# prog_down_timer

## config.mk

```make
export PLATFORM = sky130hd
export DESIGN_NAME = prog_down_timer
export DESIGN_NICKNAME = d
export VERILOG_FILES = /design/src/rtl/prog_down_timer.sv
export SDC_FILE = /design/constraint.sdc
export NUM_CORES = 1
export LEC_CHECK = 0
export CAP_MARGIN = 20
export CORE_ASPECT_RATIO = 0.8
export CORE_MARGIN = 2
export CORE_UTILIZATION = 45
export DETAILED_ROUTE_END_ITERATION = 6
export GPL_TIMING_DRIVEN = 0
export PLACE_DENSITY_LB_ADDON = 0.3
export SETUP_SLACK_MARGIN = 0.15
export SYNTH_ARGS = -nofsm -noshare
export SYNTH_HDL_FRONTEND = slang
export SYNTH_SLANG_ARGS = --single-unit
```

## constraint.sdc

```tcl
create_clock -name clk -period 2.1 [get_ports clk]
set_clock_uncertainty 0.05 [all_clocks]
set_input_delay 0.42 -clock clk [delete_from_list [all_inputs] [get_ports clk]]
set_output_delay 0.42 -clock clk [all_outputs]
set_load 0.03 [all_outputs]
```

## src/rtl/prog_down_timer.sv

```systemverilog
// prog_down_timer: programmable down-counting timer with optional auto-reload.
// The host loads a reload value, starts the countdown, and receives a single
// registered tc_pulse when the count reaches zero. With auto_reload set the
// count is refilled from the reload register and the timer keeps running,
// giving a periodic tick with a period of rld cycles.
module prog_down_timer #(
    parameter int WIDTH = 8
) (
    input  logic             clk,
    input  logic             rst,
    input  logic             load,
    input  logic [WIDTH-1:0] load_value,
    input  logic             start,
    input  logic             stop,
    input  logic             auto_reload,
    input  logic             out_enable,
    output logic [WIDTH-1:0] count,
    output logic             tc_pulse,
    output logic             busy,
    output logic             done
);

    typedef enum logic [1:0] {
        IDLE    = 2'd0,
        RUN     = 2'd1,
        EXPIRED = 2'd2
    } state_e;

    state_e           state_q, state_d;
    logic [WIDTH-1:0] cnt_q, cnt_d;
    logic [WIDTH-1:0] rld_q, rld_d;
    logic             tc_pulse_q, tc_pulse_d;

    logic             cnt_is_zero;
    logic             cnt_is_one;
    logic             rld_is_zero;
    logic [WIDTH-1:0] cnt_minus_one;

    // Decode the count and reload values once so the FSM reads cleanly.
    always_comb begin
        cnt_is_zero   = (cnt_q == '0);
        cnt_is_one    = (cnt_q == WIDTH'(1));
        rld_is_zero   = (rld_q == '0);
        cnt_minus_one = cnt_q - WIDTH'(1);
    end

    // Next-state, next-count and pulse logic; load outranks every state action,
    // and within a state stop outranks start, which outranks the countdown.
    always_comb begin
        state_d    = state_q;
        cnt_d      = cnt_q;
        rld_d      = rld_q;
        tc_pulse_d = 1'b0;

        if (load) begin
            // A load always parks the timer, so any terminal count that
            // would have fired on this edge is dropped.
            rld_d   = load_value;
            cnt_d   = load_value;
            state_d = IDLE;
        end else begin
            unique case (state_q)
                IDLE: begin
                    // Arming with a zero count would expire immediately
                    // without a meaningful period, so it is ignored.
                    if (!stop && start && !cnt_is_zero) begin
                        state_d = RUN;
                    end
                end

                RUN: begin
                    if (stop) begin
                        // Pause: the count is held for a later resume.
                        state_d = IDLE;
                    end else if (cnt_is_one) begin
                        tc_pulse_d = 1'b1;
                        if (auto_reload) begin
                            cnt_d = rld_q;
                        end else begin
                            cnt_d   = '0;
                            state_d = EXPIRED;
                        end
                    end else if (cnt_is_zero) begin
                        // Unreachable in normal use; never wrap below zero.
                        state_d = EXPIRED;
                    end else begin
                        cnt_d = cnt_minus_one;
                    end
                end

                EXPIRED: begin
                    cnt_d = '0;
                    if (stop) begin
                        state_d = IDLE;
                    end else if (start && !rld_is_zero) begin
                        cnt_d   = rld_q;
                        state_d = RUN;
                    end
                end

                default: begin
                    state_d = IDLE;
                    cnt_d   = '0;
                end
            endcase
        end
    end

    // State, count, reload and pulse registers with synchronous reset.
    always_ff @(posedge clk) begin
        if (rst) begin
            state_q    <= IDLE;
            cnt_q      <= '0;
            rld_q      <= '0;
            tc_pulse_q <= 1'b0;
        end else begin
            state_q    <= state_d;
            cnt_q      <= cnt_d;
            rld_q      <= rld_d;
            tc_pulse_q <= tc_pulse_d;
        end
    end

    // Output decode; only the count value is gated by out_enable.
    always_comb begin
        count    = out_enable ? cnt_q : '0;
        tc_pulse = tc_pulse_q;
        busy     = (state_q == RUN);
        done     = (state_q == EXPIRED);
    end

endmodule

```

# if_fetch

File: src/rtl/if_fetch.sv
// if_fetch: RV32I fetch stage. Credit-limited imem requests, an in-order
// {pc, inst} response FIFO to decode, and redirect flush with stale drop.
module if_fetch #(
  parameter logic [31:0] RESET_PC = 32'h0000_0000,
  parameter int unsigned DEPTH    = 2
) (
  input  logic        clk,
  input  logic        rst_n,
  output logic        imem_req_valid,
  input  logic        imem_req_ready,
  output logic [31:0] imem_req_addr,
  input  logic        imem_rsp_valid,
  input  logic [31:0] imem_rsp_data,
  input  logic        redirect_valid,
  input  logic [31:0] redirect_pc,
  output logic        out_valid,
  input  logic        out_ready,
  output logic [31:0] out_pc,
  output logic [31:0] out_inst
);
  localparam int CW = $clog2(DEPTH + 1);
  localparam int PW = $clog2(DEPTH);
  localparam logic [31:0] NOP = 32'h0000_0013;
  localparam logic [CW:0] CAP = (CW + 1)'(DEPTH);
  localparam logic [PW-1:0] LAST = PW'(DEPTH - 1);

  logic          run_q, run_d;
  logic [31:0]   fetch_pc_q, fetch_pc_d;
  logic [31:0]   rsp_pc_q, rsp_pc_d;
  logic [CW-1:0] infl_q, infl_d;
  logic [CW-1:0] drop_q, drop_d;
  logic [CW-1:0] cnt_q, cnt_d;
  logic [PW-1:0] rd_q, rd_d;
  logic [PW-1:0] wr_q, wr_d;
  logic [31:0]   pc_q [DEPTH];
  logic [31:0]   pc_d [DEPTH];
  logic [31:0]   inst_q [DEPTH];
  logic [31:0]   inst_d [DEPTH];

  logic        req_fire;
  logic        rsp_ok;
  logic        push;
  logic        pop;
  logic [31:0] new_pc;
  logic        unused_pc_lsb;

  function automatic logic [PW-1:0] inc(input logic [PW-1:0] p);
    return (p == LAST) ? '0 : p + 1'b1;
  endfunction

  assign new_pc        = {redirect_pc[31:2], 2'b00};
  assign unused_pc_lsb = ^redirect_pc[1:0];

  assign imem_req_valid = run_q && (({1'b0, infl_q} + {1'b0, cnt_q}) < CAP);
  assign imem_req_addr  = fetch_pc_q;
  assign req_fire       = imem_req_valid && imem_req_ready;
  // a response with nothing outstanding is a protocol error and is ignored
  assign rsp_ok         = imem_rsp_valid && (infl_q != '0);
  assign push           = rsp_ok && (drop_q == '0);

  assign out_valid = (cnt_q != '0);
  assign out_pc    = out_valid ? pc_q[rd_q] : '0;
  assign out_inst  = out_valid ? inst_q[rd_q] : NOP;
  assign pop       = out_valid && out_ready;

  always_comb begin
    run_d      = 1'b1;
    fetch_pc_d = fetch_pc_q;
    rsp_pc_d   = rsp_pc_q;
    drop_d     = drop_q;
    rd_d       = rd_q;
    wr_d       = wr_q;
    pc_d       = pc_q;
    inst_d     = inst_q;
    infl_d     = infl_q + {{(CW-1){1'b0}}, req_fire}
                        - {{(CW-1){1'b0}}, rsp_ok};
    cnt_d      = cnt_q + {{(CW-1){1'b0}}, push}
                       - {{(CW-1){1'b0}}, pop};
    if (req_fire) fetch_pc_d = fetch_pc_q + 32'd4;
    if (rsp_ok && (drop_q != '0)) drop_d = drop_q - 1'b1;
    if (push) begin
      pc_d[wr_q]   = rsp_pc_q;
      inst_d[wr_q] = imem_rsp_data;
      wr_d         = inc(wr_q);
      rsp_pc_d     = rsp_pc_q + 32'd4;
    end
    if (pop) rd_d = inc(rd_q);
    // everything still outstanding after this edge belongs to the old path
    if (redirect_valid) begin
      fetch_pc_d = new_pc;
      rsp_pc_d   = new_pc;
      cnt_d      = '0;
      rd_d       = '0;
      wr_d       = '0;
      drop_d     = infl_d;
    end
  end

  always_ff @(posedge clk or negedge rst_n) begin
    if (!rst_n) begin
      run_q      <= 1'b0;
      fetch_pc_q <= RESET_PC;
      rsp_pc_q   <= RESET_PC;
      infl_q     <= '0;
      drop_q     <= '0;
      cnt_q      <= '0;
      rd_q       <= '0;
      wr_q       <= '0;
      pc_q       <= '{default: '0};
      inst_q     <= '{default: NOP};
    end else begin
      run_q      <= run_d;
      fetch_pc_q <= fetch_pc_d;
      rsp_pc_q   <= rsp_pc_d;
      infl_q     <= infl_d;
      drop_q     <= drop_d;
      cnt_q      <= cnt_d;
      rd_q       <= rd_d;
      wr_q       <= wr_d;
      pc_q       <= pc_d;
      inst_q     <= inst_d;
    end
  end

`ifndef SYNTHESIS
  a_rsp_has_req: assert property (
    @(posedge clk) disable iff (!rst_n)
    imem_rsp_valid |-> (infl_q != '0)
  ) else $error("if_fetch: imem response with no request in flight");
`endif

endmodule

File: config.mk
export PLATFORM = sky130hd
export DESIGN_NAME = if_fetch
export DESIGN_NICKNAME = d
export VERILOG_FILES = /design/src/rtl/if_fetch.sv
export SDC_FILE = /design/constraint.sdc
export NUM_CORES = 1
export LEC_CHECK = 0
export CORE_UTILIZATION = 25
export CTS_BUF_LIST = sky130_fd_sc_hd__clkbuf_4
export CTS_CLUSTER_SIZE = 10
export DETAILED_ROUTE_END_ITERATION = 8
export HOLD_SLACK_MARGIN = 0.02
export MAX_ROUTING_LAYER = met4
export PLACE_DENSITY = 0.52
export SYNTH_ARGS = -nofsm -noshare
export SYNTH_HDL_FRONTEND = slang
export SYNTH_SLANG_ARGS = --single-unit
File: constraint.sdc
create_clock -name clk -period 6.2 [get_ports clk]
set_clock_uncertainty 0.2 [all_clocks]
set_input_delay 1.24 -clock clk [delete_from_list [all_inputs] [get_ports clk]]
set_output_delay 1.24 -clock clk [all_outputs]
set_load 0.02 [all_outputs]
# axi_slave_mux_w_flat

### src/rtl/axi_slave_mux_w_if.sv
// axi_slave_mux_w_if
//   AXI4 write-path bundle (AW, W and B channels) shared by the internal
//   s2m port and the two downstream slave ports of axi_slave_mux_w.
//
//   master modport : drives AW/W payload and valid, drives b_ready;
//                    receives aw_ready, w_ready and the B channel.
//   slave modport  : the mirror image of master.
//
//   Parameters:
//     DATA_WIDTH  W data width
//     ADDR_WIDTH  AW address width
//     ID_WIDTH    aw_id / b_id width
//     USER_WIDTH  aw_user / w_user / b_user width
//     STRB_WIDTH  w_strb width
interface axi_slave_mux_w_if #(
  parameter int DATA_WIDTH = 1024,
  parameter int ADDR_WIDTH = 64,
  parameter int ID_WIDTH   = 8,
  parameter int USER_WIDTH = 8,
  parameter int STRB_WIDTH = DATA_WIDTH / 8
);
  // AW channel
  logic                  aw_valid;
  logic                  aw_ready;
  logic [ID_WIDTH-1:0]   aw_id;
  logic [ADDR_WIDTH-1:0] aw_addr;
  logic [7:0]            aw_len;
  logic [2:0]            aw_size;
  logic [1:0]            aw_burst;
  logic                  aw_lock;
  logic [3:0]            aw_cache;
  logic [2:0]            aw_prot;
  logic [3:0]            aw_qos;
  logic [3:0]            aw_region;
  logic [USER_WIDTH-1:0] aw_user;

  // W channel
  logic [DATA_WIDTH-1:0] w_data;
  logic [STRB_WIDTH-1:0] w_strb;
  logic                  w_last;
  logic [USER_WIDTH-1:0] w_user;
  logic                  w_valid;
  logic                  w_ready;

  // B channel
  logic [ID_WIDTH-1:0]   b_id;
  logic [1:0]            b_resp;
  logic [USER_WIDTH-1:0] b_user;
  logic                  b_valid;
  logic                  b_ready;

  modport master (
    output aw_valid, aw_id, aw_addr, aw_len, aw_size, aw_burst, aw_lock,
           aw_cache, aw_prot, aw_qos, aw_region, aw_user,
           w_data, w_strb, w_last, w_user, w_valid,
           b_ready,
    input  aw_ready, w_ready,
           b_id, b_resp, b_user, b_valid
  );

  modport slave (
    input  aw_valid, aw_id, aw_addr, aw_len, aw_size, aw_burst, aw_lock,
           aw_cache, aw_prot, aw_qos, aw_region, aw_user,
           w_data, w_strb, w_last, w_user, w_valid,
           b_ready,
    output aw_ready, w_ready,
           b_id, b_resp, b_user, b_valid
  );
endinterface

### src/rtl/axi_slave_mux_w.sv
// axi_slave_mux_w
//   Write-path slave mux. Routes one AXI4 write transaction at a time from
//   the internal s2m port to slave m0 or m1, chosen by aw_addr[SEL_BIT]
//   (0 -> m0, 1 -> m1). The choice is latched at the AW handshake so the
//   W beats and the B response stay with that slave even if aw_addr moves.
//   W beats are counted against aw_len; the downstream w_last is generated
//   from that count, and any disagreement with the incoming w_last sets the
//   sticky wlast_err flag.
//
//   Ports:
//     ACLK       clock
//     ARESETn    synchronous active-low reset
//     s2m        internal write port (slave side of the bundle)
//     m0, m1     downstream slave ports (master side of the bundle)
//     wlast_err  sticky: incoming w_last disagreed with the beat count
//
//   state | meaning
//   ------+-------------------------------------------------------------
//   IDLE  | waiting for AW; aw_valid/aw_ready routed by live aw_addr bit
//   DATA  | passing W beats to slave sel_q, counting against len_q
//   RESP  | passing the B response from slave sel_q back to s2m
module axi_slave_mux_w #(
  parameter int SEL_BIT = 31
) (
  input  logic             ACLK,
  input  logic             ARESETn,
  axi_slave_mux_w_if.slave  s2m,
  axi_slave_mux_w_if.master m0,
  axi_slave_mux_w_if.master m1,
  output logic             wlast_err
);

  typedef enum logic [1:0] {
    IDLE = 2'd0,
    DATA = 2'd1,
    RESP = 2'd2
  } state_t;

  state_t     state_q;
  state_t     state_d;
  logic       sel_q;
  logic [7:0] len_q;
  logic [7:0] beat_q;

  logic aw_sel;
  logic last_beat;
  logic aw_ready_sel;
  logic w_ready_sel;
  logic b_valid_sel;

  logic m0_aw_valid;
  logic m1_aw_valid;
  logic aw_ready;
  logic m0_w_valid;
  logic m1_w_valid;
  logic w_ready;
  logic b_valid;
  logic m0_b_ready;
  logic m1_b_ready;
  logic aw_fire;
  logic w_fire;
  logic b_fire;

  assign aw_sel       = s2m.aw_addr[SEL_BIT];
  assign last_beat    = (beat_q == len_q);
  assign aw_ready_sel = aw_sel ? m1.aw_ready : m0.aw_ready;
  assign w_ready_sel  = sel_q  ? m1.w_ready  : m0.w_ready;
  assign b_valid_sel  = sel_q  ? m1.b_valid  : m0.b_valid;

  // AW and W payloads fan out to both slaves; only valid/ready are steered.
  assign m0.aw_id     = s2m.aw_id;
  assign m0.aw_addr   = s2m.aw_addr;
  assign m0.aw_len    = s2m.aw_len;
  assign m0.aw_size   = s2m.aw_size;
  assign m0.aw_burst  = s2m.aw_burst;
  assign m0.aw_lock   = s2m.aw_lock;
  assign m0.aw_cache  = s2m.aw_cache;
  assign m0.aw_prot   = s2m.aw_prot;
  assign m0.aw_qos    = s2m.aw_qos;
  assign m0.aw_region = s2m.aw_region;
  assign m0.aw_user   = s2m.aw_user;
  assign m0.w_data    = s2m.w_data;
  assign m0.w_strb    = s2m.w_strb;
  assign m0.w_user    = s2m.w_user;

  assign m1.aw_id     = s2m.aw_id;
  assign m1.aw_addr   = s2m.aw_addr;
  assign m1.aw_len    = s2m.aw_len;
  assign m1.aw_size   = s2m.aw_size;
  assign m1.aw_burst  = s2m.aw_burst;
  assign m1.aw_lock   = s2m.aw_lock;
  assign m1.aw_cache  = s2m.aw_cache;
  assign m1.aw_prot   = s2m.aw_prot;
  assign m1.aw_qos    = s2m.aw_qos;
  assign m1.aw_region = s2m.aw_region;
  assign m1.aw_user   = s2m.aw_user;
  assign m1.w_data    = s2m.w_data;
  assign m1.w_strb    = s2m.w_strb;
  assign m1.w_user    = s2m.w_user;

  // Downstream w_last comes from the beat count, never from s2m.w_last, so
  // a misbehaving upstream cannot truncate or overrun the slave's burst.
  assign m0.w_last = last_beat;
  assign m1.w_last = last_beat;

  // B payload always reflects the latched slave; only b_valid is gated.
  assign s2m.b_id   = sel_q ? m1.b_id   : m0.b_id;
  assign s2m.b_resp = sel_q ? m1.b_resp : m0.b_resp;
  assign s2m.b_user = sel_q ? m1.b_user : m0.b_user;

  assign m0.aw_valid  = m0_aw_valid;
  assign m1.aw_valid  = m1_aw_valid;
  assign s2m.aw_ready = aw_ready;
  assign m0.w_valid   = m0_w_valid;
  assign m1.w_valid   = m1_w_valid;
  assign s2m.w_ready  = w_ready;
  assign s2m.b_valid  = b_valid;
  assign m0.b_ready   = m0_b_ready;
  assign m1.b_ready   = m1_b_ready;

  // Handshake signals are held low while ARESETn is asserted so nothing
  // handshakes on the reset edge, whatever state the FSM was left in.
  always_comb begin
    state_d     = state_q;
    m0_aw_valid = 1'b0;
    m1_aw_valid = 1'b0;
    aw_ready    = 1'b0;
    m0_w_valid  = 1'b0;
    m1_w_valid  = 1'b0;
    w_ready     = 1'b0;
    b_valid     = 1'b0;
    m0_b_ready  = 1'b0;
    m1_b_ready  = 1'b0;
    aw_fire     = 1'b0;
    w_fire      = 1'b0;
    b_fire      = 1'b0;
    if (ARESETn) begin
      case (state_q)
        IDLE: begin
          m0_aw_valid = s2m.aw_valid & ~aw_sel;
          m1_aw_valid = s2m.aw_valid &  aw_sel;
          aw_ready    = aw_ready_sel;
          aw_fire     = s2m.aw_valid & aw_ready_sel;
          if (aw_fire) state_d = DATA;
        end
        DATA: begin
          m0_w_valid = s2m.w_valid & ~sel_q;
          m1_w_valid = s2m.w_valid &  sel_q;
          w_ready    = w_ready_sel;
          w_fire     = s2m.w_valid & w_ready_sel;
          if (w_fire && last_beat) state_d = RESP;
        end
        RESP: begin
          b_valid    = b_valid_sel;
          m0_b_ready = s2m.b_ready & ~sel_q;
          m1_b_ready = s2m.b_ready &  sel_q;
          b_fire     = b_valid_sel & s2m.b_ready;
          if (b_fire) state_d = IDLE;
        end
        default: state_d = IDLE;
      endcase
    end
  end

  always_ff @(posedge ACLK) begin
    if (!ARESETn) begin
      state_q   <= IDLE;
      sel_q     <= 1'b0;
      len_q     <= 8'd0;
      beat_q    <= 8'd0;
      wlast_err <= 1'b0;
    end else begin
      state_q <= state_d;
      if (aw_fire) begin
        sel_q  <= aw_sel;
        len_q  <= s2m.aw_len;
        beat_q <= 8'd0;
      end
      // beat_q only wraps on the final beat of a 256-beat burst, at which
      // point the FSM has already left DATA and the count is dead.
      if (w_fire) begin
        beat_q <= beat_q + 8'd1;
        if (s2m.w_last != last_beat) wlast_err <= 1'b1;
      end
    end
  end

endmodule

### src/flat_wrapper.sv
// flat-port wrapper written by rule: the top's interface ports become plain ports
module axi_slave_mux_w_flat 
#(
  parameter int SEL_BIT = 31
)
  (ACLK, ARESETn, wlast_err, s2m_aw_valid, s2m_aw_id, s2m_aw_addr, s2m_aw_len, s2m_aw_size, s2m_aw_burst, s2m_aw_lock, s2m_aw_cache, s2m_aw_prot, s2m_aw_qos, s2m_aw_region, s2m_aw_user, s2m_w_data, s2m_w_strb, s2m_w_last, s2m_w_user, s2m_w_valid, s2m_b_ready, s2m_aw_ready, s2m_w_ready, s2m_b_id, s2m_b_resp, s2m_b_user, s2m_b_valid, m0_aw_valid, m0_aw_id, m0_aw_addr, m0_aw_len, m0_aw_size, m0_aw_burst, m0_aw_lock, m0_aw_cache, m0_aw_prot, m0_aw_qos, m0_aw_region, m0_aw_user, m0_w_data, m0_w_strb, m0_w_last, m0_w_user, m0_w_valid, m0_b_ready, m0_aw_ready, m0_w_ready, m0_b_id, m0_b_resp, m0_b_user, m0_b_valid, m1_aw_valid, m1_aw_id, m1_aw_addr, m1_aw_len, m1_aw_size, m1_aw_burst, m1_aw_lock, m1_aw_cache, m1_aw_prot, m1_aw_qos, m1_aw_region, m1_aw_user, m1_w_data, m1_w_strb, m1_w_last, m1_w_user, m1_w_valid, m1_b_ready, m1_aw_ready, m1_w_ready, m1_b_id, m1_b_resp, m1_b_user, m1_b_valid);
  axi_slave_mux_w_if #(.DATA_WIDTH((64)), .ADDR_WIDTH((64)), .ID_WIDTH((8)), .USER_WIDTH((8)), .STRB_WIDTH(((64) / 8))) s2m_i ();
  axi_slave_mux_w_if #(.DATA_WIDTH((64)), .ADDR_WIDTH((64)), .ID_WIDTH((8)), .USER_WIDTH((8)), .STRB_WIDTH(((64) / 8))) m0_i ();
  axi_slave_mux_w_if #(.DATA_WIDTH((64)), .ADDR_WIDTH((64)), .ID_WIDTH((8)), .USER_WIDTH((8)), .STRB_WIDTH(((64) / 8))) m1_i ();
  input  logic ACLK;
  input  logic ARESETn;
  output logic wlast_err;
  input wire logic [$bits(s2m_i.aw_valid)-1:0] s2m_aw_valid;
  input wire logic [$bits(s2m_i.aw_id)-1:0] s2m_aw_id;
  input wire logic [$bits(s2m_i.aw_addr)-1:0] s2m_aw_addr;
  input wire logic [$bits(s2m_i.aw_len)-1:0] s2m_aw_len;
  input wire logic [$bits(s2m_i.aw_size)-1:0] s2m_aw_size;
  input wire logic [$bits(s2m_i.aw_burst)-1:0] s2m_aw_burst;
  input wire logic [$bits(s2m_i.aw_lock)-1:0] s2m_aw_lock;
  input wire logic [$bits(s2m_i.aw_cache)-1:0] s2m_aw_cache;
  input wire logic [$bits(s2m_i.aw_prot)-1:0] s2m_aw_prot;
  input wire logic [$bits(s2m_i.aw_qos)-1:0] s2m_aw_qos;
  input wire logic [$bits(s2m_i.aw_region)-1:0] s2m_aw_region;
  input wire logic [$bits(s2m_i.aw_user)-1:0] s2m_aw_user;
  input wire logic [$bits(s2m_i.w_data)-1:0] s2m_w_data;
  input wire logic [$bits(s2m_i.w_strb)-1:0] s2m_w_strb;
  input wire logic [$bits(s2m_i.w_last)-1:0] s2m_w_last;
  input wire logic [$bits(s2m_i.w_user)-1:0] s2m_w_user;
  input wire logic [$bits(s2m_i.w_valid)-1:0] s2m_w_valid;
  input wire logic [$bits(s2m_i.b_ready)-1:0] s2m_b_ready;
  output wire logic [$bits(s2m_i.aw_ready)-1:0] s2m_aw_ready;
  output wire logic [$bits(s2m_i.w_ready)-1:0] s2m_w_ready;
  output wire logic [$bits(s2m_i.b_id)-1:0] s2m_b_id;
  output wire logic [$bits(s2m_i.b_resp)-1:0] s2m_b_resp;
  output wire logic [$bits(s2m_i.b_user)-1:0] s2m_b_user;
  output wire logic [$bits(s2m_i.b_valid)-1:0] s2m_b_valid;
  output wire logic [$bits(m0_i.aw_valid)-1:0] m0_aw_valid;
  output wire logic [$bits(m0_i.aw_id)-1:0] m0_aw_id;
  output wire logic [$bits(m0_i.aw_addr)-1:0] m0_aw_addr;
  output wire logic [$bits(m0_i.aw_len)-1:0] m0_aw_len;
  output wire logic [$bits(m0_i.aw_size)-1:0] m0_aw_size;
  output wire logic [$bits(m0_i.aw_burst)-1:0] m0_aw_burst;
  output wire logic [$bits(m0_i.aw_lock)-1:0] m0_aw_lock;
  output wire logic [$bits(m0_i.aw_cache)-1:0] m0_aw_cache;
  output wire logic [$bits(m0_i.aw_prot)-1:0] m0_aw_prot;
  output wire logic [$bits(m0_i.aw_qos)-1:0] m0_aw_qos;
  output wire logic [$bits(m0_i.aw_region)-1:0] m0_aw_region;
  output wire logic [$bits(m0_i.aw_user)-1:0] m0_aw_user;
  output wire logic [$bits(m0_i.w_data)-1:0] m0_w_data;
  output wire logic [$bits(m0_i.w_strb)-1:0] m0_w_strb;
  output wire logic [$bits(m0_i.w_last)-1:0] m0_w_last;
  output wire logic [$bits(m0_i.w_user)-1:0] m0_w_user;
  output wire logic [$bits(m0_i.w_valid)-1:0] m0_w_valid;
  output wire logic [$bits(m0_i.b_ready)-1:0] m0_b_ready;
  input wire logic [$bits(m0_i.aw_ready)-1:0] m0_aw_ready;
  input wire logic [$bits(m0_i.w_ready)-1:0] m0_w_ready;
  input wire logic [$bits(m0_i.b_id)-1:0] m0_b_id;
  input wire logic [$bits(m0_i.b_resp)-1:0] m0_b_resp;
  input wire logic [$bits(m0_i.b_user)-1:0] m0_b_user;
  input wire logic [$bits(m0_i.b_valid)-1:0] m0_b_valid;
  output wire logic [$bits(m1_i.aw_valid)-1:0] m1_aw_valid;
  output wire logic [$bits(m1_i.aw_id)-1:0] m1_aw_id;
  output wire logic [$bits(m1_i.aw_addr)-1:0] m1_aw_addr;
  output wire logic [$bits(m1_i.aw_len)-1:0] m1_aw_len;
  output wire logic [$bits(m1_i.aw_size)-1:0] m1_aw_size;
  output wire logic [$bits(m1_i.aw_burst)-1:0] m1_aw_burst;
  output wire logic [$bits(m1_i.aw_lock)-1:0] m1_aw_lock;
  output wire logic [$bits(m1_i.aw_cache)-1:0] m1_aw_cache;
  output wire logic [$bits(m1_i.aw_prot)-1:0] m1_aw_prot;
  output wire logic [$bits(m1_i.aw_qos)-1:0] m1_aw_qos;
  output wire logic [$bits(m1_i.aw_region)-1:0] m1_aw_region;
  output wire logic [$bits(m1_i.aw_user)-1:0] m1_aw_user;
  output wire logic [$bits(m1_i.w_data)-1:0] m1_w_data;
  output wire logic [$bits(m1_i.w_strb)-1:0] m1_w_strb;
  output wire logic [$bits(m1_i.w_last)-1:0] m1_w_last;
  output wire logic [$bits(m1_i.w_user)-1:0] m1_w_user;
  output wire logic [$bits(m1_i.w_valid)-1:0] m1_w_valid;
  output wire logic [$bits(m1_i.b_ready)-1:0] m1_b_ready;
  input wire logic [$bits(m1_i.aw_ready)-1:0] m1_aw_ready;
  input wire logic [$bits(m1_i.w_ready)-1:0] m1_w_ready;
  input wire logic [$bits(m1_i.b_id)-1:0] m1_b_id;
  input wire logic [$bits(m1_i.b_resp)-1:0] m1_b_resp;
  input wire logic [$bits(m1_i.b_user)-1:0] m1_b_user;
  input wire logic [$bits(m1_i.b_valid)-1:0] m1_b_valid;
  assign s2m_i.aw_valid = s2m_aw_valid;
  assign s2m_i.aw_id = s2m_aw_id;
  assign s2m_i.aw_addr = s2m_aw_addr;
  assign s2m_i.aw_len = s2m_aw_len;
  assign s2m_i.aw_size = s2m_aw_size;
  assign s2m_i.aw_burst = s2m_aw_burst;
  assign s2m_i.aw_lock = s2m_aw_lock;
  assign s2m_i.aw_cache = s2m_aw_cache;
  assign s2m_i.aw_prot = s2m_aw_prot;
  assign s2m_i.aw_qos = s2m_aw_qos;
  assign s2m_i.aw_region = s2m_aw_region;
  assign s2m_i.aw_user = s2m_aw_user;
  assign s2m_i.w_data = s2m_w_data;
  assign s2m_i.w_strb = s2m_w_strb;
  assign s2m_i.w_last = s2m_w_last;
  assign s2m_i.w_user = s2m_w_user;
  assign s2m_i.w_valid = s2m_w_valid;
  assign s2m_i.b_ready = s2m_b_ready;
  assign s2m_aw_ready = s2m_i.aw_ready;
  assign s2m_w_ready = s2m_i.w_ready;
  assign s2m_b_id = s2m_i.b_id;
  assign s2m_b_resp = s2m_i.b_resp;
  assign s2m_b_user = s2m_i.b_user;
  assign s2m_b_valid = s2m_i.b_valid;
  assign m0_aw_valid = m0_i.aw_valid;
  assign m0_aw_id = m0_i.aw_id;
  assign m0_aw_addr = m0_i.aw_addr;
  assign m0_aw_len = m0_i.aw_len;
  assign m0_aw_size = m0_i.aw_size;
  assign m0_aw_burst = m0_i.aw_burst;
  assign m0_aw_lock = m0_i.aw_lock;
  assign m0_aw_cache = m0_i.aw_cache;
  assign m0_aw_prot = m0_i.aw_prot;
  assign m0_aw_qos = m0_i.aw_qos;
  assign m0_aw_region = m0_i.aw_region;
  assign m0_aw_user = m0_i.aw_user;
  assign m0_w_data = m0_i.w_data;
  assign m0_w_strb = m0_i.w_strb;
  assign m0_w_last = m0_i.w_last;
  assign m0_w_user = m0_i.w_user;
  assign m0_w_valid = m0_i.w_valid;
  assign m0_b_ready = m0_i.b_ready;
  assign m0_i.aw_ready = m0_aw_ready;
  assign m0_i.w_ready = m0_w_ready;
  assign m0_i.b_id = m0_b_id;
  assign m0_i.b_resp = m0_b_resp;
  assign m0_i.b_user = m0_b_user;
  assign m0_i.b_valid = m0_b_valid;
  assign m1_aw_valid = m1_i.aw_valid;
  assign m1_aw_id = m1_i.aw_id;
  assign m1_aw_addr = m1_i.aw_addr;
  assign m1_aw_len = m1_i.aw_len;
  assign m1_aw_size = m1_i.aw_size;
  assign m1_aw_burst = m1_i.aw_burst;
  assign m1_aw_lock = m1_i.aw_lock;
  assign m1_aw_cache = m1_i.aw_cache;
  assign m1_aw_prot = m1_i.aw_prot;
  assign m1_aw_qos = m1_i.aw_qos;
  assign m1_aw_region = m1_i.aw_region;
  assign m1_aw_user = m1_i.aw_user;
  assign m1_w_data = m1_i.w_data;
  assign m1_w_strb = m1_i.w_strb;
  assign m1_w_last = m1_i.w_last;
  assign m1_w_user = m1_i.w_user;
  assign m1_w_valid = m1_i.w_valid;
  assign m1_b_ready = m1_i.b_ready;
  assign m1_i.aw_ready = m1_aw_ready;
  assign m1_i.w_ready = m1_w_ready;
  assign m1_i.b_id = m1_b_id;
  assign m1_i.b_resp = m1_b_resp;
  assign m1_i.b_user = m1_b_user;
  assign m1_i.b_valid = m1_b_valid;
  axi_slave_mux_w #(.SEL_BIT(SEL_BIT)) u_core (.ACLK(ACLK), .ARESETn(ARESETn), .s2m(s2m_i), .m0(m0_i), .m1(m1_i), .wlast_err(wlast_err));
endmodule
### config.mk
export PLATFORM = sky130hd
export DESIGN_NAME = axi_slave_mux_w_flat
export DESIGN_NICKNAME = d
export VERILOG_FILES = /design/src/rtl/axi_slave_mux_w_if.sv /design/src/rtl/axi_slave_mux_w.sv /design/src/flat_wrapper.sv
export SDC_FILE = /design/constraint.sdc
export NUM_CORES = 1
export LEC_CHECK = 0
export CORE_AREA = 2 2 250 252
export DETAILED_ROUTE_END_ITERATION = 16
export DIE_AREA = 0 0 252 254
export PLACE_DENSITY = 0.43
export SLEW_MARGIN = 0
export SYNTH_ARGS = -nofsm -noshare
export SYNTH_HDL_FRONTEND = slang
export SYNTH_SLANG_ARGS = --single-unit
### constraint.sdc
create_clock -name ACLK -period 2.2 [get_ports ACLK]
set_clock_uncertainty 0.15 [all_clocks]
set_input_delay 0.55 -clock ACLK [delete_from_list [all_inputs] [get_ports ACLK]]
set_output_delay 0.55 -clock ACLK [all_outputs]
set_load 0.02 [all_outputs]
Fig. 1: axi_slave_mux_w_flat, met4 routing
Drawn at 2 px/um. Supply wires on this layer in gray.
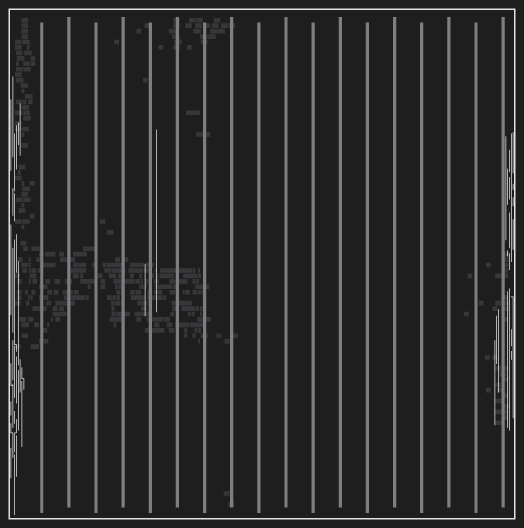
longest straight run: 91.1 um
wire length on this layer: 1370 um
nets with wire on the layer: 47
share of all routed wire: 9.5%
routed wire length: 14410 um
detailed-route via count: 2220

==> deck_impl_summary.md, axi_slave_mux_w_flat <==
Synthesis and Place & Route Summary

Global route
  – GRT Resource Usage Total: 4.274%
  – Largest net degree at the start of global routing: 16
  – Met1 GRT Util: 4.090%
  – Global-route wire length before repair: 18350 um
  – Initial antenna violation count: 3
  – Grt peak-use layer: met2

Power and ir drop
  – Pwr Total: 1.418 mW
  – Comb. pwr: 0.529 mW
  – Clock group: 0.506 mW

Synth
  – Seq/Total Area, Yosys: 9.504%
  – Yosys stat chip area: 0.004213 mm^2
  – Adder share: 0.2970%
  – Yosys warning count: 0
  – Count leader, synth: buf_4
  – EDFF count, synth: 0

Job
  – Log Warnings: 26
  – Max cap viols: 0

Detailed routing
  – Routed wl met2: 5359 um
  – DRT antenna net count: 0
  – Met1 WL: 4740 um
  – Drt first pass iters: 4
  – DRC: 0

Final layout
  – Share of layout cells above drive strength 1: 39.93%
  – Top Layout Cells: buf_4, clkdlybuf4s50_1, dlygate4sd2_1
  – Fill count: 7249
  – Layout Nets: 542
  – MI comb cells: 124
  – Antenna diodes: 0
  – Sequential portion of the cell area: 10.69%

Run status
  – Status: finished, final reports clean

Floorplanning
  – Row count: 91
  – Die Ht: 254 um
  – I/O pins: 645
  – Chip width: 252 um
  – Core box area: 0.06126 mm^2
  – Tap cells: 790

CTS
  – Root buf cell: clkbuf_16
  – # hold bufs at CTS: 0
  – Clock latency (worst-skew pair): 0.26 ns

Critical path
  – Worst-path fanout max: 1
  – Worst R2R Setup Slack: 0.35 ns
  – Crit. End Element: output port

Timing
  – Crit share post-route: 98.81%
  – WHS: 0.3528 ns
  – Setup TNS: 0 ns

Placement
  – DP Cell Count: 1077
==> axi_slave_mux_w_flat: worst paths after layout <==
| path | startpoint | end |
|---|---|---|
| max | m1_b_user[5] | s2m_b_user[5] |
| min reg2reg | u_core.len_q[2] | u_core.len_q[2] |
| min | u_core.len_q[2] | u_core.len_q[2] |
| max reg2reg | u_core.sel_q | u_core.wlast_err |
==> axi_slave_mux_w_flat: registers in the layout, summed over array words and instances, names as in the netlist <==
register,flops
u_core.beat_q,8
u_core.len_q,8
u_core.sel_q,1
u_core.state_q,2
u_core.wlast_err,1
==> axi_slave_mux_w_flat: kinds of logic after synthesis <==
kind of cell             count (synthesis)
flip-flops                              20
multiplexers                            22
adder cells (fa/ha/maj)                  1
XOR/XNOR                                10
buffers and inverters                  393
AND/OR/NAND/NOR                         53
AND-OR/OR-AND                           38
==> axi_slave_mux_w_flat: critical path, stage by stage <==
cell and delay [ns]:
clkdlybuf4s50_1 0.40, mux2_2 0.27, clkdlybuf4s15_2 0.25
==> axi_slave_mux_w_flat: repair_timing <==
item	in CTS	in global routing
gates cloned	0	0
resized	71	16
endpoints found under the setup margin	43	14
pin swaps	1	3
setup buffers	7	5
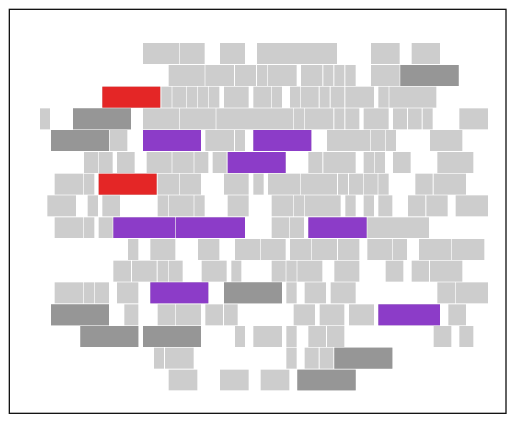
Fig. 2. Sequential cells colored by netlist name (prog_down_timer).
Drawn at 8 px/um.
| netlist name | color | flops |
|---|---|---|
| cnt_q | purple | 8 |
| state_q | red | 2 |
not colored: 9
Seq. pwr: 0.405 mW
sequential portion of the cell area: 24.39%
post-layout util: 63.35%

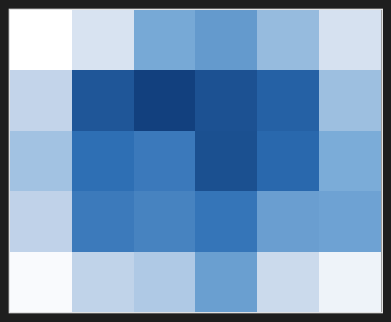
Fig. 3. Local utilization (prog_down_timer).
Drawn at 6 px/um. 6 x 5 tiles, from white (low) to dark blue (high), 0 to 100% covered.
tiles over 75% full: 20%
densest ninth of the die: middle
nearly empty tiles: 3.3%
core box area: 0.002502 mm^2
fp util: 48.25%

==> deck_impl_summary.md, prog_down_timer <==
Synthesis and Place & Route Summary

Final layout
  – Seq. cell area: 386.6 um^2
  – Seq_cells: 19
  – Final instance area: 0.001585 mm^2
  – Multi-input gate share of total cell area: 51.07%
  – Top cell category: multi-input combinational cells
  – Non-clk bufs: 32
  – Antenna diodes: 0
  – Clk tree area frac: 1.894%

Timing
  – Crit share post-route: 89.17%
  – Max Clk Rate: 534.0 MHz
  – Final Setup Violations: 0

Power and ir drop
  – Pwr Total: 0.8453 mW
  – VDD IR-drop max: 0.0004382 V

Detailed routing
  – Routed wire length: 3036 um
  – DRC: 0
  – Drt first pass iters: 4

Job
  – Max cap viols: 0
  – Log Warnings: 32

Floorplanning
  – Row count: 16

Synth
  – Mapped Cells: 146
  – Xor+xnor area frac: 2.176%
  – Seq/Total Area, Yosys: 31.50%
  – Post-synthesis async set-or-reset flop share: 0%
  – Most frequent cells after synthesis: nand2_1, dfxtp_1, a21oi_1
  – Top cells, area: dfxtp_1, nand2_1, ha_1, a21oi_1, o221ai_1

Run status
  – Status: finished, final reports clean

Global route
  – Grt peak-use layer: met2
  – GRT Resource Usage Total: 21.93%

Critical path
  – Worst-path cell chain: nor4_4 > nand3_2 > a2111oi_4 > buf_4 > nand2_1 > o221ai_1
  – Crit. End Element: flip-flop

Worst hold path
  – Worst hold path class: reg -> reg

CTS
  – CTS tree: yes
  – Postcts setup bufs: 1
[prog_down_timer: critical path, delay by kind of cell, from the launching register on]
family / cells / cell delay [ns]
buffers and inverters: 1 / 0.21
AND-OR/OR-AND: 2 / 0.47
flip-flops: 1 / 0.39
AND/OR/NAND/NOR: 3 / 0.67
[prog_down_timer: power groups by stage]
stage                     Sequential, mW  Clock (mW)  Combinational [mW]
after CTS                          0.405       0.209               0.218
final                              0.405       0.207               0.233
after global placement             0.411           0               0.214
after global routing               0.409       0.224               0.255
after detailed placement           0.413           0               0.218
after floorplan                    0.405           0               0.151
[prog_down_timer: per-stage QoR]
step | worst slack, ns | hold slack [ns]
6_report | 0.2274 | 0.4567
5_1_grt | 0.1505 | 0.4723
4_1_cts | 0.09120 | 0.4542
3_5_place_dp | -0.1786 | 0.4344
3_3_place_gp | -0.1396 | 0.4281
2_1_floorplan | 0.3359 | 0.4084
[prog_down_timer: kinds of logic after synthesis]
family	after synthesis
AND/OR/NAND/NOR	63
flip-flops	19
adder cells (fa/ha/maj)	7
multiplexers	5
XOR/XNOR	3
buffers and inverters	12
AND-OR/OR-AND	37
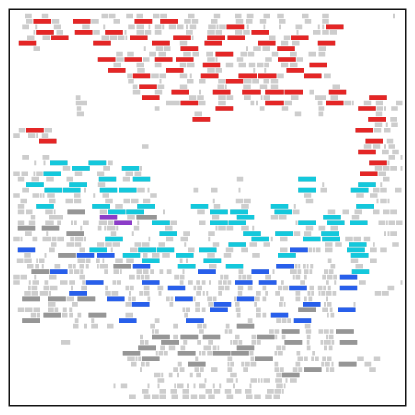
Fig. 4. Sequential cells colored by netlist name (if_fetch).
Drawn at 2 px/um.
| netlist name | color | flops |
|---|---|---|
| pc_q | cyan | 60 |
| inst_q | red | 64 |
| rsp_pc_q | blue | 30 |
| cnt_q | purple | 2 |
not colored: 37
Seq. cell area: 0.004841 mm^2
sequential portion of the cell area: 40.50%
Seq. pwr: 2.06 mW
post-layout util: 31.73%

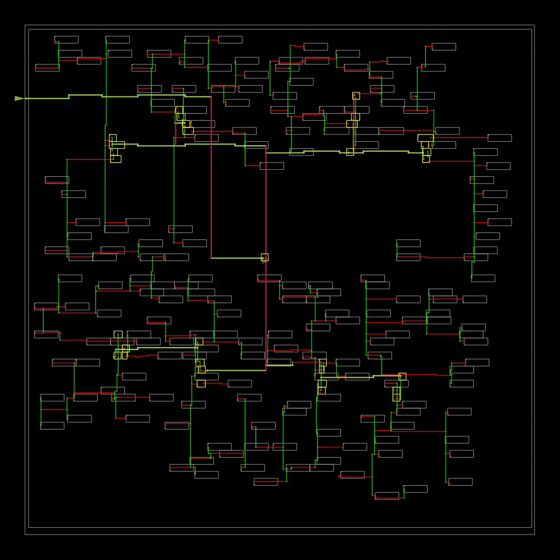
Fig. 5. Clock wiring as the flow saved it (if_fetch).
clock latency (worst-skew pair): 0.62 ns
clock buffer count: 17
clock buffers created by TritonCTS: 17
Clock group: 0.681 mW

==> deck_impl_summary.md, if_fetch <==
Synthesis and Place & Route Summary

Run status
  – Status: finished, final reports clean

Global route
  – GRT Resource Usage Total: 13.97%
  – Vias in the first global route: 7209
  – Largest net degree at the start of global routing: 112
  – Global-route wire length before repair: 40990 um

Critical path
  – Reg-to-Reg Start: cnt_q[0]
  – Crit Path Category: reg -> out
  – Crit. End Element: output port
  – Worst EP arrival: 3.07 ns

CTS
  – Post-cts resize count: 0

Floorplanning
  – Die Ht: 197.5 um
  – Tap cells: 511
  – I/O pins: 168

Detailed routing
  – DR vias/cell: 4.738
  – Routed wl met2: 12630 um

Worst hold path
  – Worst hold path class: reg -> reg
  – Hold path endpoint: pc_q[14]

Power and ir drop
  – VDD IR-drop max: 0.0002023 V
  – Comb power frac: 43.3%
  – Power Internal: 2.974 mW
## if_fetch: worst max path at each step
stage              startpoint              to  cells after the start
6_report             cnt_q[1]      out_pc[10]                      4
5_1_grt              cnt_q[1]      out_pc[10]                      4
4_1_cts              cnt_q[1]      out_pc[10]                      4
3_5_place_dp   imem_rsp_valid      inst_q[42]                      6
3_3_place_gp   imem_rsp_valid        pc_q[37]                      6
2_1_floorplan       infl_q[0]  imem_req_valid                      3
## if_fetch: through the flow
step | cell area [um^2] | setup WS, ns | hold slack, ns | power (mW) | instances
after detailed placement | 11670 | 1.740 | 0.2784 | 4.219 | 1468
after global routing | 11950 | 1.472 | 0.3449 | 5.188 | 1502
after CTS | 11950 | 1.577 | 0.3146 | 4.928 | 1500
after floorplan | 9564 | 3.214 | 0.2496 | 3.338 | 846
after global placement | 11670 | 1.769 | 0.2745 | 4.180 | 1468
final | 11950 | 1.688 | 0.3028 | 4.829 | 1502
## if_fetch: kinds of logic after synthesis
family | after synthesis
AND-OR/OR-AND | 98
XOR/XNOR | 22
adder cells (fa/ha/maj) | 8
buffers and inverters | 75
flip-flops | 193
multiplexers | 198
other | 2
AND/OR/NAND/NOR | 247

==> gallery <==
Routed metal, one color a layer.
shot_01.png
Drawn at 2 px/um.
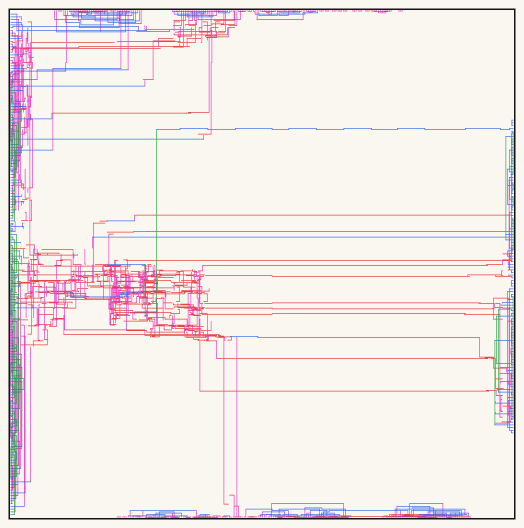
shot_02.png
Drawn at 2 px/um.
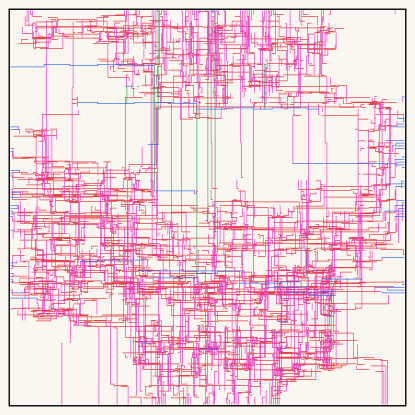
shot_03.png
Drawn at 8 px/um.
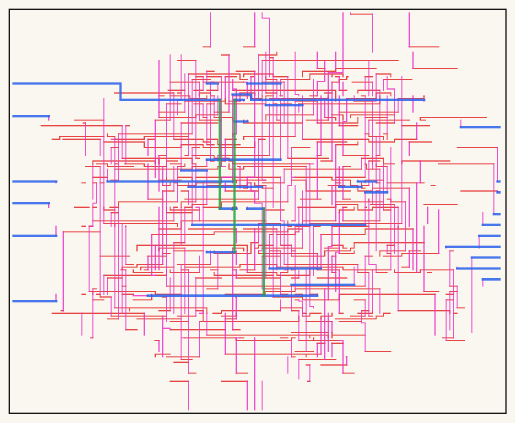
shot_03.png comes from prog_down_timer.
shot_02.png comes from if_fetch.
shot_01.png comes from axi_slave_mux_w_flat.
Of these, least wire: shot_03.png
Of these, most wire: shot_02.png


No activity file was given, so power comes from the tool's default toggle rates.
